=== design 1 ===
==> design_1/flops_by_reg.png <==
Drawn at 6 px/um. Other sequential cells in the stronger gray, the rest of the logic in the fainter gray.
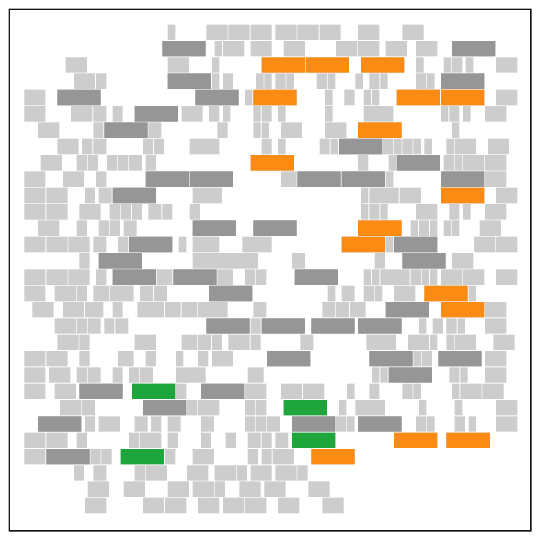
==> design_1/congestion.png <==
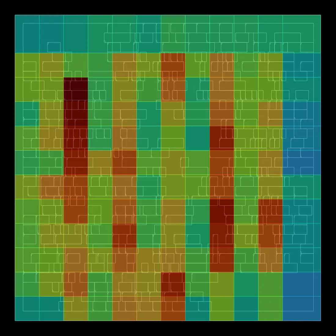
==> design_1/logic_types.png <==
Drawn at 3 px/um.
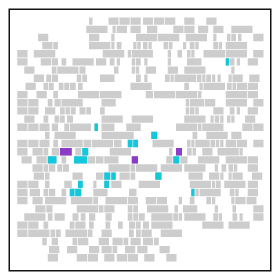
<file path="src/rtl/regfile_arbiter.sv">
// rtl/regfile_arbiter.sv - round-robin arbiter/sequencer for two requesters sharing an 8 x 16 register file
// Optional RFARB_ADDR_CHECK_EN: addresses >= NUM_REGS are blocked and flagged on a_err/b_err.
module regfile_arbiter #(
   parameter int DATA_W   = 16,
   parameter int ADDR_W   = 4,
   parameter int NUM_REGS = 8
) (
   input  logic              CLK,
   input  logic              RST,
   input  logic              a_req,
   input  logic              a_we,
   input  logic [ADDR_W-1:0] a_addr,
   input  logic [DATA_W-1:0] a_wdata,
   output logic              a_gnt,
   output logic              a_rvalid,
   output logic [DATA_W-1:0] a_rdata,
   output logic              a_err,
   input  logic              b_req,
   input  logic              b_we,
   input  logic [ADDR_W-1:0] b_addr,
   input  logic [DATA_W-1:0] b_wdata,
   output logic              b_gnt,
   output logic              b_rvalid,
   output logic [DATA_W-1:0] b_rdata,
   output logic              b_err,
   output logic [DATA_W-1:0] rf_wrdata,
   output logic [ADDR_W-1:0] rf_address,
   output logic              rf_wren,
   output logic              rf_rden,
   input  logic [DATA_W-1:0] rf_rddata
);

   logic              a_elig, b_elig, pick_b, win, rr_b;
   logic              win_we, win_oor;
   logic [ADDR_W-1:0] win_addr;
   logic [DATA_W-1:0] win_wdata;
   // Read tag stages: valid, owner (1 = B), force-zero data for rejected reads
   logic              t1_v, t1_b, t1_z, t2_v, t2_b, t2_z;

   always_comb begin
      // A request whose grant is showing this cycle is the same command still held
      a_elig    = a_req & ~a_gnt;
      b_elig    = b_req & ~b_gnt;
      pick_b    = b_elig & (~a_elig | rr_b);
      win       = a_elig | b_elig;
      win_we    = pick_b ? b_we    : a_we;
      win_addr  = pick_b ? b_addr  : a_addr;
      win_wdata = pick_b ? b_wdata : a_wdata;
`ifdef RFARB_ADDR_CHECK_EN
      win_oor   = int'(win_addr) >= NUM_REGS;
`else
      win_oor   = 1'b0;
`endif
   end

   always_ff @(posedge CLK) begin
      if (RST) begin
         a_gnt      <= 1'b0;
         b_gnt      <= 1'b0;
         a_err      <= 1'b0;
         b_err      <= 1'b0;
         a_rvalid   <= 1'b0;
         b_rvalid   <= 1'b0;
         a_rdata    <= '0;
         b_rdata    <= '0;
         rf_wrdata  <= '0;
         rf_address <= '0;
         rf_wren    <= 1'b0;
         rf_rden    <= 1'b0;
         rr_b       <= 1'b0;
         t1_v       <= 1'b0;
         t1_b       <= 1'b0;
         t1_z       <= 1'b0;
         t2_v       <= 1'b0;
         t2_b       <= 1'b0;
         t2_z       <= 1'b0;
      end else begin
         a_gnt   <= win & ~pick_b;
         b_gnt   <= win & pick_b;
         a_err   <= win & ~pick_b & win_oor;
         b_err   <= win & pick_b & win_oor;
         rf_wren <= win & win_we & ~win_oor;
         rf_rden <= win & ~win_we & ~win_oor;
         if (win) begin
            rf_address <= win_addr;
            rf_wrdata  <= win_wdata;
            rr_b       <= ~pick_b;
         end
         t1_v <= win & ~win_we;
         t1_b <= pick_b;
         t1_z <= win_oor;
         t2_v <= t1_v;
         t2_b <= t1_b;
         t2_z <= t1_z;
         a_rvalid <= t2_v & ~t2_b;
         b_rvalid <= t2_v & t2_b;
         if (t2_v & ~t2_b)
            a_rdata <= t2_z ? '0 : rf_rddata;
         if (t2_v & t2_b)
            b_rdata <= t2_z ? '0 : rf_rddata;
      end
   end

endmodule

</file>
<file path="config.mk">
export PLATFORM = sky130hd
export DESIGN_NAME = regfile_arbiter
export DESIGN_NICKNAME = d
export VERILOG_FILES = /design/src/rtl/regfile_arbiter.sv
export SDC_FILE = /design/constraint.sdc
export NUM_CORES = 1
export LEC_CHECK = 0
export ABC_CLOCK_PERIOD_IN_PS = 2900
export CAP_MARGIN = 20
export CORE_MARGIN = 2
export CORE_UTILIZATION = 35
export DETAILED_ROUTE_END_ITERATION = 16
export PLACE_DENSITY_LB_ADDON = 0.2
export SETUP_SLACK_MARGIN = 0.4
export SLEW_MARGIN = 20
export SYNTH_ARGS = -nofsm -noshare
export SYNTH_HDL_FRONTEND = slang
export SYNTH_SLANG_ARGS = --single-unit
</file>
<file path="constraint.sdc">
create_clock -name CLK -period 2.9 [get_ports CLK]
set_input_delay 0.58 -clock CLK [delete_from_list [all_inputs] [get_ports CLK]]
set_output_delay 0.58 -clock CLK [all_outputs]
set_load 0.05 [all_outputs]
</file>
==> job_summary.md <==
## Synthesis and layout report

| Metric | Value |
|---|---|
| CP Max Fanout | 5 |
| Tool Warnings | 26 |
| Io pins | 122 |
| Drt initial violations | 115 |
| Floorplan utilization | between 30% and 40% |
| Metal3 WL | 519 um |
| Final worst path period need | roughly 2.2 ns |
| Net Switching | 0.0005714 W |
| Max Used Layer | met4 |
| Die span in y | 86.68 um |
| H-tree depth | 3 |
| Buf+Inv Stages, Crit Path | 1 |
| CP endpoint kind | output pin |
| Outcome | complete, no violations |
| Setup slack after layout | ~0.75 ns |
| Comb. pwr | 0.000425 W |
| Reg-to-Reg Start | b_gnt |
| Switch share | 27.99% |
| Largest registers | a_rdata (16), b_rdata (16), rf_wrdata (16) |
| Cells after DPL | around 470 |
| Clock skew | 0.009417 ns |
| Slowest stage delay, CP | around 0.84 ns |
| MaxCap Viol Count | 0 |
| Post-DP Area | about 3600 um^2 |
| Fin nets | ~460 |
| Longest Clk Path Bufs | 2 |
| Clock Pin Slew Worst Setup and Hold Paths | 0.06 ns |
| Place WS | 0.6111 ns |
| Synth Area per Inst | 8.165 um^2 |
| Metal-1 WL | 3145 um |
| CP required | 2.32 ns |
| TritonCTS clock tree | built |
| Setup crit start kind | flop |
| Layout cell share with drive strength beyond 1 | between 5 and 6% |
| Capturing point of the worst reg2reg path | t1_v |
| Yosys cell count | 293 |
| Top cells excl fill/tap | clkdlybuf4s50_1 (118), nand2_1 (65), dfxtp_1 (62), nand3_1 (54), a21oi_1 (33) |
| Cells after Synth | around 290 |
| Final Hold Fails | 0 |
| Final setup viols | 0 |
| Final hold slack | 0.4311 ns |
| Chip area estimate from yosys synthesis | 2392 um^2 |
| CP Cell Sequence | clkdlybuf4s50_1 |
| Leading area contributor after synthesis | dfxtp_1 |
| Final GP Congestion | about 0.8 |
About design_1/flops_by_reg.png:
[`a_rdata`] orange | flops: 16
[`rf_address`] green | flops: 4

About design_1/congestion.png:
GR peak layer: met2
fin util: 55.79%
gr usage total: 18.45%

About design_1/logic_types.png:
[AND and OR gates] purple | cells: 3
[NOR gates] cyan | cells: 17

## Yosys cell counts, drive strengths merged
| cell | count |
|---|---|
| dfxtp | 62 |
| nand3b | 1 |
| nor2 | 3 |
| nor3 | 6 |
| and3 | 1 |
| a21boi | 1 |
| nor3b | 1 |
| nor4 | 2 |
| a21oi | 33 |
| nor2b | 5 |
| a211oi | 4 |
| nand2 | 65 |
| nand3 | 55 |
| nand2b | 3 |
| buf | 14 |
| clkbuf | 15 |
| and2 | 1 |
| a31oi | 18 |
| or3b | 1 |
| o21ai | 1 |
| conb | 1 |
## layout make-up
| cell class | count | area, um^2 |
|---|---|---|
| fill | 595 | 2970 |
| sequential | 62 | 1241 |
| clock buffer | 11 | 141.4 |
| clock inverter | 2 | 35.03 |
| multi-input combinational | 203 | 1007 |
| tap | 80 | 100.1 |
| timing repair buffer | 124 | 1224 |
## cells by family after synthesis
| group | synth area share [%] |
|---|---|
| flops | 51.88 |
| other cells | 0.1568 |
| compound gates | 13.60 |
| simple gates | 28.09 |
| buf+inv | 6.276 |
## layer usage
metal	up-vias	track usage (%)
met3	10	4.000
met2	118	29.44
li1	1213	-
met1	1151	24.18
met5	-	0
met4	0	7.670

=== design 2 ===
==> design_2/layer_met1.png <==
Drawn at 4 px/um.
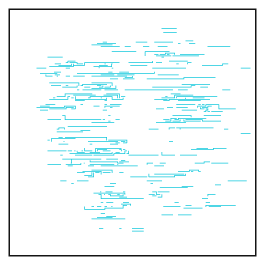
==> design_2/logic_types.png <==
Drawn at 4 px/um.
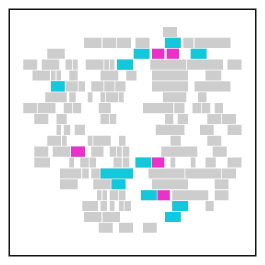
[src/rtl/bitwise_logic_pkg.sv]
// Shared types and helpers for the bitwise logic accumulator.
// Opcode and FSM state encodings, plus result-flag helper functions.
package bitwise_logic_pkg;

   localparam int MAX_WIDTH = 64;

   typedef enum logic [2:0] {
      OP_AND  = 3'd0,
      OP_OR   = 3'd1,
      OP_XOR  = 3'd2,
      OP_NAND = 3'd3,
      OP_NOR  = 3'd4,
      OP_XNOR = 3'd5,
      OP_NOT  = 3'd6,
      OP_ANDN = 3'd7
   } op_e;

   typedef enum logic [0:0] {
      IDLE  = 1'b0,
      ACCUM = 1'b1
   } state_e;

   // Zero-extension keeps both helpers valid for any WIDTH up to MAX_WIDTH.
   function automatic logic even_parity(input logic [MAX_WIDTH-1:0] v);
      return ^v;
   endfunction

   function automatic logic is_zero(input logic [MAX_WIDTH-1:0] v);
      return (v == {MAX_WIDTH{1'b0}});
   endfunction

endpackage

[src/rtl/bitwise_op_core.sv]
// Combinational eight-operation bitwise core: z = x OP y.
module bitwise_op_core
   import bitwise_logic_pkg::*;
#(
   parameter int WIDTH = 4
) (
   input  op_e              op,
   input  logic [WIDTH-1:0] x,
   input  logic [WIDTH-1:0] y,
   output logic [WIDTH-1:0] z
);

   // Opcode decode; NOT ignores y so it inverts either a or the accumulator.
   always_comb begin
      z = {WIDTH{1'b0}};
      case (op)
         OP_AND:  z = x & y;
         OP_OR:   z = x | y;
         OP_XOR:  z = x ^ y;
         OP_NAND: z = ~(x & y);
         OP_NOR:  z = ~(x | y);
         OP_XNOR: z = ~(x ^ y);
         OP_NOT:  z = ~x;
         OP_ANDN: z = x & ~y;
         default: z = {WIDTH{1'b0}};
      endcase
   end

endmodule

[src/rtl/bitwise_logic_accum.sv]
// Registered bitwise logic unit with valid/ready handshake and multi-beat accumulation.
// Optional zero/parity result flags are built when BITWISE_LOGIC_FLAGS_EN is defined.
module bitwise_logic_accum
   import bitwise_logic_pkg::*;
#(
   parameter int WIDTH = 4
) (
   input  logic             clk,
   input  logic             rst_n,
   input  logic             in_valid,
   output logic             in_ready,
   input  logic [2:0]       op,
   input  logic             acc_mode,
   input  logic             last,
   input  logic [WIDTH-1:0] a,
   input  logic [WIDTH-1:0] b,
   output logic             out_valid,
   input  logic             out_ready,
   output logic [WIDTH-1:0] result,
   output logic             out_last
`ifdef BITWISE_LOGIC_FLAGS_EN
  ,output logic             zero
  ,output logic             parity
`endif
);

   state_e           state_r;
   state_e           state_nxt_s;
   logic [WIDTH-1:0] acc_r;
   logic [WIDTH-1:0] acc_nxt_s;
   logic [WIDTH-1:0] x_s;
   logic [WIDTH-1:0] z_s;
   logic             accept_s;
   logic             emit_s;
   logic             emit_last_s;
   logic [WIDTH-1:0] result_r;
   logic             out_valid_r;
   logic             out_last_r;

   // A held result only blocks input while downstream is stalling it.
   assign in_ready = !out_valid_r || out_ready;
   assign accept_s = in_valid && in_ready;

   // First packet beat uses a; later beats fold b into the running accumulator.
   assign x_s = (state_r == ACCUM) ? acc_r : a;

   bitwise_op_core #(
      .WIDTH (WIDTH)
   ) u_core (
      .op (op_e'(op)),
      .x  (x_s),
      .y  (b),
      .z  (z_s)
   );

   // Next-state, accumulator update and emit decision for the accepted beat.
   always_comb begin
      state_nxt_s = state_r;
      acc_nxt_s   = acc_r;
      emit_s      = 1'b0;
      emit_last_s = 1'b0;
      case (state_r)
         IDLE: begin
            if (accept_s) begin
               if (!acc_mode) begin
                  emit_s = 1'b1;
               end else if (last) begin
                  emit_s      = 1'b1;
                  emit_last_s = 1'b1;
               end else begin
                  acc_nxt_s   = z_s;
                  state_nxt_s = ACCUM;
               end
            end else begin
               state_nxt_s = IDLE;
            end
         end
         ACCUM: begin
            if (accept_s) begin
               if (last) begin
                  emit_s      = 1'b1;
                  emit_last_s = 1'b1;
                  acc_nxt_s   = {WIDTH{1'b0}};
                  state_nxt_s = IDLE;
               end else begin
                  acc_nxt_s = z_s;
               end
            end else begin
               state_nxt_s = ACCUM;
            end
         end
         default: begin
            state_nxt_s = IDLE;
            acc_nxt_s   = {WIDTH{1'b0}};
         end
      endcase
   end

   // FSM state and accumulator registers; reset discards any open packet.
   always_ff @(posedge clk or negedge rst_n) begin
      if (!rst_n) begin
         state_r <= IDLE;
         acc_r   <= {WIDTH{1'b0}};
      end else begin
         state_r <= state_nxt_s;
         acc_r   <= acc_nxt_s;
      end
   end

   // Output holding register; a new result may replace one draining this cycle.
   always_ff @(posedge clk or negedge rst_n) begin
      if (!rst_n) begin
         out_valid_r <= 1'b0;
         result_r    <= {WIDTH{1'b0}};
         out_last_r  <= 1'b0;
      end else if (emit_s) begin
         out_valid_r <= 1'b1;
         result_r    <= z_s;
         out_last_r  <= emit_last_s;
      end else if (out_ready) begin
         out_valid_r <= 1'b0;
      end else begin
         out_valid_r <= out_valid_r;
      end
   end

   assign out_valid = out_valid_r;
   assign result    = result_r;
   assign out_last  = out_last_r;

`ifdef BITWISE_LOGIC_FLAGS_EN
   logic zero_r;
   logic parity_r;

   // Flags load together with result so they stay aligned under backpressure.
   always_ff @(posedge clk or negedge rst_n) begin
      if (!rst_n) begin
         zero_r   <= 1'b0;
         parity_r <= 1'b0;
      end else if (emit_s) begin
         zero_r   <= is_zero(MAX_WIDTH'(z_s));
         parity_r <= even_parity(MAX_WIDTH'(z_s));
      end else begin
         zero_r   <= zero_r;
         parity_r <= parity_r;
      end
   end

   assign zero   = zero_r;
   assign parity = parity_r;
`endif

endmodule
[config.mk]
export PLATFORM = sky130hd
export DESIGN_NAME = bitwise_logic_accum
export DESIGN_NICKNAME = d
export VERILOG_FILES = /design/src/rtl/bitwise_logic_pkg.sv /design/src/rtl/bitwise_op_core.sv /design/src/rtl/bitwise_logic_accum.sv
export SDC_FILE = /design/constraint.sdc
export NUM_CORES = 1
export LEC_CHECK = 0
export CORE_MARGIN = 3
export CORE_UTILIZATION = 35
export CTS_CLUSTER_SIZE = 10
export DETAILED_ROUTE_END_ITERATION = 7
export GPL_TIMING_DRIVEN = 0
export SLEW_MARGIN = 20
export SYNTH_ARGS = -nofsm -noshare
export SYNTH_HDL_FRONTEND = slang
export SYNTH_HIERARCHICAL = 1
export SYNTH_SLANG_ARGS = --single-unit
[constraint.sdc]
create_clock -name clk -period 3.35 [get_ports clk]
set_input_delay 0.67 -clock clk [delete_from_list [all_inputs] [get_ports clk]]
set_output_delay 0.67 -clock clk [all_outputs]
set_load 0.005 [all_outputs]
==> job_summary.md <==
## Synthesis and layout report

| Metric | Value |
|---|---|
| Outcome | complete, no violations |
| Unrepaired setup endpoints after global routing | no |
| Crit share post-route | 76.70% |
| Met2 usage | 23.41% |
| CP Class | primary input to output pin |
| TritonCTS Buffers | 3 |
| Floorplan utilization | 37.77% |
| Yosys Warn Count | 6 |
| CP Max Fanout | 9 |
| DR WL met2 | roughly 1100 um |
| Seq share, synth | between 20% and 30% |
| Share of synthesized registers carrying an async set or reset | 100.0% |
| Power Density | 405.7 nW/um^2 |
| GR peak layer | met2 |
| Mapped Area | 1069 um^2 |
| Hold Path End | acc_r[1] |
| CP most frequent cell | clkdlybuf4s50_1 |
| Port Buf Inserts | 22 |
| Final slew viol count | 0 |
| Buf+Inv Stages, Crit Path | 3 |
| GR Util met3 | 1.468% |
| Top power group | combinational logic |
| Largest cell class | combinational gates |
| FF-to-FF path depth | 8 |
| Yosys cell count | between 100 and 150 |
| Crit. Startpoint | out_ready |
| Clock-cell share | 1.941% |
| Core Area | approximately 2800 um^2 |
| MaxCap Viol Count | 0 |
| Filler Cell Count | 276 |
| Comb area share | 50.46% |
| Tool Warnings | 34 |
| Worst Tran Pin Value | 0.4783 ns |
| Power share of the clock group | 15.6% |
| Chip area estimate from yosys synthesis | 1069 um^2 |
| Floorplan Nets | about 140 |
| Clock buffers | 4 |
| First-pass GRT wire length | 3650 um |
| Area fraction in mux cells | 12.41% |
| Multi-input gate area | 683.2 um^2 |
| Gr usage total | 12.76% |
| Clk ins delay skew pair | around 0.26 ns |
| Top logic family | AND-OR/OR-AND gates |
| Post-CTS Setup Inserts | 0 |
| H-tree depth | 1 |
| Clock Power | approximately 0.000086 W |
| Layout cell share with drive strength beyond 1 | 20.30% |
| Crit path max-delay family | buffers and inverters |
| HP Class | flop to flop |
| Fin cells | 164 |
| Die X | about 60 um |
| Layout area overhead | 26.70% |
| Metal3 WL | around 130 um |
| Die area | ~3800 um^2 |
| Slowest stage cell, crit path | clkdlybuf4s50_1 |
| Drt initial violations | 19 |
| Routed wire length | 2182 um |
| Drt first pass iters | 5 |
| Clock skew | 0.003145 ns |
| EDFF count, synth | 0 |
| Synth Area per Inst | 9.986 um^2 |
| Pin count of the biggest net entering global routing | 12 |
| P_seq | around 0.00019 W |
| Clock Pin Slew Worst Setup and Hold Paths | ~0.06 ns |
| Capturing point of the worst reg2reg path | result[3] |
| Int Pwr | 0.0003723 W |
| Final setup TNS | 0 ns |
| Setup crit start kind | primary input |
| Die span in y | a little over 60 um |
Notes on design_2/layer_met1.png above:
wire length on this layer: 973 um
nets with wire on the layer: 135
share of all routed wire: 45%
main direction: horizontal
longest straight run: 19.3 um

Notes on design_2/logic_types.png above:
[AND-OR and OR-AND gates] magenta | cells: 5
[multiplexers] cyan | cells: 11

==> through the flow <==
stage / cell area, um^2 / hold WS, ns / setup slack, ns / util [%]
global route: 1354 / 0.5094 / 0.7253 / 47.85
floorplan: 1069 / 0.3744 / 1.138 / -
finish: 1354 / 0.4975 / 0.7805 / 47.85
global placement: 1328 / 0.4776 / 0.6870 / 46.93
detailed placement: 1328 / 0.4768 / 0.6389 / 46.93
CTS: 1354 / 0.5012 / 0.7607 / 47.85
==> synth_stat cells (2+ instances only) <==
cell      instances  share of area [%]
a21oi_1           6                2.8
a22o_1            4                3.3
a31oi_1           4                2.3
buf_4             3                2.1
buf_6             2                2.1
dfrtp_1          11                 26
ha_1             12                 14
inv_1            10                3.5
inv_2             2               0.70
mux2_2            8                8.4
mux2i_1           2                1.9
nand2_1           3                1.1
nand2b_1          5                2.9
nand3_1           2               0.94
nor2_1            3                1.1
nor2b_1           2                1.2
o211ai_1          3                2.1
o21ai_0           3                1.4
o221ai_1          3                2.5
==> sequential cells by signal, indices dropped and copies added (netlist names) <==
signal,flops
out_valid,1
state_r,1
acc_r,4
result,4
out_last,1

=== design 3 ===
### src/rtl/uart_alu_ctrl.sv
// rtl/uart_alu_ctrl.sv - frame sequencer between UART RX/TX and a combinational ALU
// Collects A, B, opcode bytes, runs the ALU for one cycle and sends the result byte.
module uart_alu_ctrl #(
    parameter int NBIT_DATA      = 8,
    parameter int NBIT_OP        = 6,
    parameter int TIMEOUT_CYCLES = 50000000
) (
    input  logic                 CLK,
    input  logic                 reset,
    input  logic                 rx_done_tick,
    input  logic [NBIT_DATA-1:0] rx_data,
    input  logic                 tx_done_tick,
    input  logic [NBIT_DATA-1:0] alu_result,
    output logic [NBIT_DATA-1:0] alu_a,
    output logic [NBIT_DATA-1:0] alu_b,
    output logic [NBIT_OP-1:0]   alu_op,
    output logic                 tx_start,
    output logic [NBIT_DATA-1:0] tx_data,
    output logic                 busy,
    output logic                 timeout_tick,
    output logic                 overrun
);

    localparam int CNT_W = (TIMEOUT_CYCLES > 0) ? $clog2(TIMEOUT_CYCLES + 1) : 1;
    localparam bit TO_EN = (TIMEOUT_CYCLES > 0);
    localparam logic [CNT_W-1:0] CNT_LAST = CNT_W'((TIMEOUT_CYCLES > 0) ? TIMEOUT_CYCLES - 1 : 0);

    typedef enum logic [2:0] {
        WAIT_A,
        WAIT_B,
        WAIT_OP,
        EXEC,
        SEND,
        WAIT_TX
    } state_t;

    state_t                 state_q, state_d;
    logic [NBIT_DATA-1:0]   alu_a_q, alu_a_d;
    logic [NBIT_DATA-1:0]   alu_b_q, alu_b_d;
    logic [NBIT_OP-1:0]     alu_op_q, alu_op_d;
    logic [NBIT_DATA-1:0]   tx_data_q, tx_data_d;
    logic                   tx_start_q, tx_start_d;
    logic                   timeout_q, timeout_d;
    logic                   overrun_q, overrun_d;
    logic [CNT_W-1:0]       cnt_q, cnt_d;
    logic                   busy_state;
    logic                   expire;

    assign busy_state = (state_q == EXEC) || (state_q == SEND) || (state_q == WAIT_TX);
    // An arriving byte always beats an expiring counter.
    assign expire = TO_EN && !rx_done_tick && (cnt_q == CNT_LAST)
                    && ((state_q == WAIT_B) || (state_q == WAIT_OP));

    always_comb begin
        state_d    = state_q;
        alu_a_d    = alu_a_q;
        alu_b_d    = alu_b_q;
        alu_op_d   = alu_op_q;
        tx_data_d  = tx_data_q;
        tx_start_d = 1'b0;
        timeout_d  = 1'b0;
        overrun_d  = overrun_q;
        cnt_d      = '0;

        if (rx_done_tick && busy_state) begin
            overrun_d = 1'b1;
        end

        case (state_q)
            WAIT_A: begin
                if (rx_done_tick) begin
                    alu_a_d = rx_data;
                    state_d = WAIT_B;
                end
            end
            WAIT_B: begin
                if (rx_done_tick) begin
                    alu_b_d = rx_data;
                    state_d = WAIT_OP;
                end else if (expire) begin
                    timeout_d = 1'b1;
                    state_d   = WAIT_A;
                end else if (TO_EN) begin
                    cnt_d = cnt_q + CNT_W'(1);
                end
            end
            WAIT_OP: begin
                if (rx_done_tick) begin
                    alu_op_d = rx_data[NBIT_OP-1:0];
                    state_d  = EXEC;
                end else if (expire) begin
                    timeout_d = 1'b1;
                    state_d   = WAIT_A;
                end else if (TO_EN) begin
                    cnt_d = cnt_q + CNT_W'(1);
                end
            end
            EXEC: begin
                state_d = SEND;
            end
            SEND: begin
                tx_data_d  = alu_result;
                tx_start_d = 1'b1;
                state_d    = WAIT_TX;
            end
            WAIT_TX: begin
                if (tx_done_tick) begin
                    state_d = WAIT_A;
                end
            end
            default: begin
                state_d = WAIT_A;
            end
        endcase
    end

    always_ff @(posedge CLK or negedge reset) begin
        if (!reset) begin
            state_q    <= WAIT_A;
            alu_a_q    <= '0;
            alu_b_q    <= '0;
            alu_op_q   <= '0;
            tx_data_q  <= '0;
            tx_start_q <= 1'b0;
            timeout_q  <= 1'b0;
            overrun_q  <= 1'b0;
            cnt_q      <= '0;
        end else begin
            state_q    <= state_d;
            alu_a_q    <= alu_a_d;
            alu_b_q    <= alu_b_d;
            alu_op_q   <= alu_op_d;
            tx_data_q  <= tx_data_d;
            tx_start_q <= tx_start_d;
            timeout_q  <= timeout_d;
            overrun_q  <= overrun_d;
            cnt_q      <= cnt_d;
        end
    end

    assign alu_a        = alu_a_q;
    assign alu_b        = alu_b_q;
    assign alu_op       = alu_op_q;
    assign tx_data      = tx_data_q;
    assign tx_start     = tx_start_q;
    assign timeout_tick = timeout_q;
    assign overrun      = overrun_q;
    assign busy         = busy_state;

endmodule

### config.mk
export PLATFORM = sky130hd
export DESIGN_NAME = uart_alu_ctrl
export DESIGN_NICKNAME = d
export VERILOG_FILES = /design/src/rtl/uart_alu_ctrl.sv
export SDC_FILE = /design/constraint.sdc
export NUM_CORES = 1
export LEC_CHECK = 0
export CAP_MARGIN = 20
export CORE_MARGIN = 5
export CORE_UTILIZATION = 42
export CTS_BUF_LIST = sky130_fd_sc_hd__clkbuf_16
export DETAILED_ROUTE_END_ITERATION = 16
export PLACE_DENSITY_LB_ADDON = 0.12
export SYNTH_ARGS = -nofsm -noshare
export SYNTH_HDL_FRONTEND = slang
export SYNTH_SLANG_ARGS = --single-unit
### constraint.sdc
create_clock -name CLK -period 3 [get_ports CLK]
set_input_delay 0.6 -clock CLK [delete_from_list [all_inputs] [get_ports CLK]]
set_output_delay 0.6 -clock CLK [all_outputs]
set_load 0.01 [all_outputs]
==> design_3/detail.png <==
Region (56, 56) to (81, 81) um. Cells in gray, sequential cells in the stronger gray; small squares are vias.
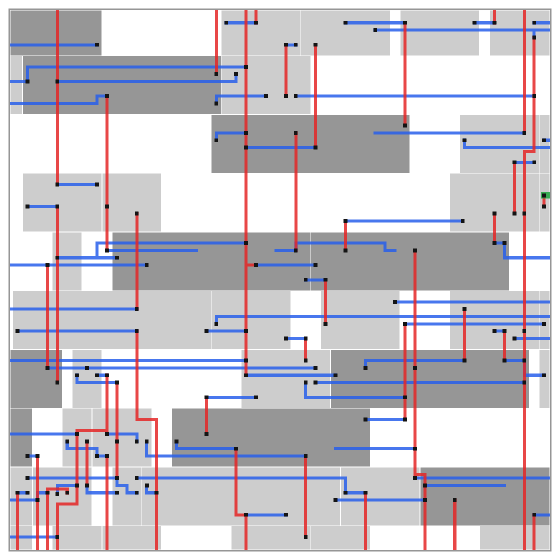
[metal 1] blue
[metal 2] red
[metal 3] green
most frequent: clkdlybuf4s50_1 (7), dfrtp_1 (7), mux2_2 (6)
netlist names of flops here include: `tx_data` (6), `tx_start` (1)
cells with their middle in the window: 30
sequential cells in the window: 7

==> job_summary.md <==
## Synthesis and layout report

| Metric | Value |
|---|---|
| Top cells excl fill/tap | dfrtp_1 (62), clkdlybuf4s50_1 (52), mux2_2 (30), nor2_2 (13), nand2_1 (10) |
| Seq share, synth | 55.98% |
| Ant diodes | 0 |
| CP arrival | 2.52 ns |
| CP endpoint kind | flop |
| TritonCTS Buffers | 9 |
| Buf+Inv Stages, Crit Path | 1 |
| CP Class | flop to flop |
| CP Max Fanout | 26 |
| Final slew viol count | 0 |
| Mapped Area | 2771 um^2 |
| Commonest Layout Cell | dfrtp_1 |
| Post-CTS Setup Inserts | 0 |
| Fin util | 57.52% |
| Cell Type Count | 40 |
| Largest Register | cnt_q |
| Reg-to-Reg Start | cnt_q[7] |
| Max Used Layer | met4 |
| Metal3 WL | about 290 um |
| Clock skew | just under 0.009 ns |
| Fin cells | 371 |
| Die area | ~8300 um^2 |
| Hold-fix buffers at CTS | 0 |
| H-tree depth | 3 |
| Top FF cell, synth | dfrtp_1 |
| Simple-Gate Area Share | between 10% and 20% |
| Post-synthesis register bit count | 62 |
| Non-clock buffers | between 50 and 60 |
| Final setup viols | 0 |
| Max Freq | ~0.43 GHz |
| Clock buffers | 9 |
| Setup slack after layout | 0.6699 ns |
| Die X | 91.23 um |
| Share of synthesized registers carrying an async set or reset | 100.0% |
| Post-DP Area | 3398 um^2 |
| Largest cell class | flip-flops and latches |
| Fin nets | approximately 310 |
| Pin count of the biggest net entering global routing | 29 |
| Leak pwr | 1.455 nW |
| DR WL met2 | between 2000 and 3000 um |
| Floorplan Nets | about 250 |
| Unrepaired setup endpoints after global routing | no |
| Outcome | complete, no violations |
| FF-to-FF path depth | 5 |
| Comb area share | 31.47% |
| Core Area | between 6000 and 7000 um^2 |
| Fin area | approximately 3700 um^2 |
| Slowest stage delay, CP | 0.58 ns |
| Setup slack, reg-to-reg | 0.67 ns |
| Post-CTS Resized | 0 |
| Flop area | 1551 um^2 |
| Routed wire length | 5609 um |
| Tap Count | between 70 and 80 |
| Row Count | 29 |
| # DRC | 0 |
| Drt wl/cell | 15.12 um |
| Comb_multi_in | ~150 |
| Final worst path period need | 2.330 ns |
| Area fraction in mux cells | 12.19% |
| Io pins | 54 |
| Initial antenna violation count | 0 |
| Peak supply drop | 0.5259 mV |
| Die span in y | 91.23 um |
| Cells after DPL | about 360 |
| Capturing point of the worst reg2reg path | cnt_q[14] |
| Longest Clk Path Bufs | 2 |
| Drt initial violations | 43 |
| Vias in the first global route | slightly below 2000 |
synth_stat cells (2+ instances only):
| library cell | number | area share [%] |
|---|---|---|
| dfrtp_1 | 62 | 56 |
| mux2_2 | 30 | 12 |
| nor2_2 | 13 | 2.9 |
| nand2_1 | 10 | 1.4 |
| nand3_1 | 9 | 1.6 |
| nand4_1 | 8 | 1.8 |
| o21ai_0 | 8 | 1.4 |
| or3_1 | 8 | 1.8 |
| xor2_1 | 8 | 2.5 |
| a21oi_2 | 7 | 2.2 |
| a21oi_1 | 6 | 1.1 |
| nor2_1 | 6 | 0.81 |
| inv_1 | 5 | 0.68 |
| o31ai_1 | 5 | 1.4 |
| or4_1 | 5 | 1.4 |
| and3_1 | 4 | 0.90 |
| buf_6 | 3 | 1.2 |
| xnor2_1 | 3 | 0.95 |
| a21o_1 | 2 | 0.54 |
| and2_1 | 2 | 0.45 |
| and4_1 | 2 | 0.63 |
power by group:
part / internal, W / switching (W) / total (W) / leakage (nW)
registers: 0.00108 / 0.000135 / 0.00121 / 0.793
clock network: 0.000557 / 0.000380 / 0.000937 / 0.118
logic: 0.000657 / 0.000435 / 0.00109 / 0.544
total: 0.00229 / 0.000950 / 0.00324 / 1.45

Power figures rest on the tool's default switching activity, not on a simulated workload.
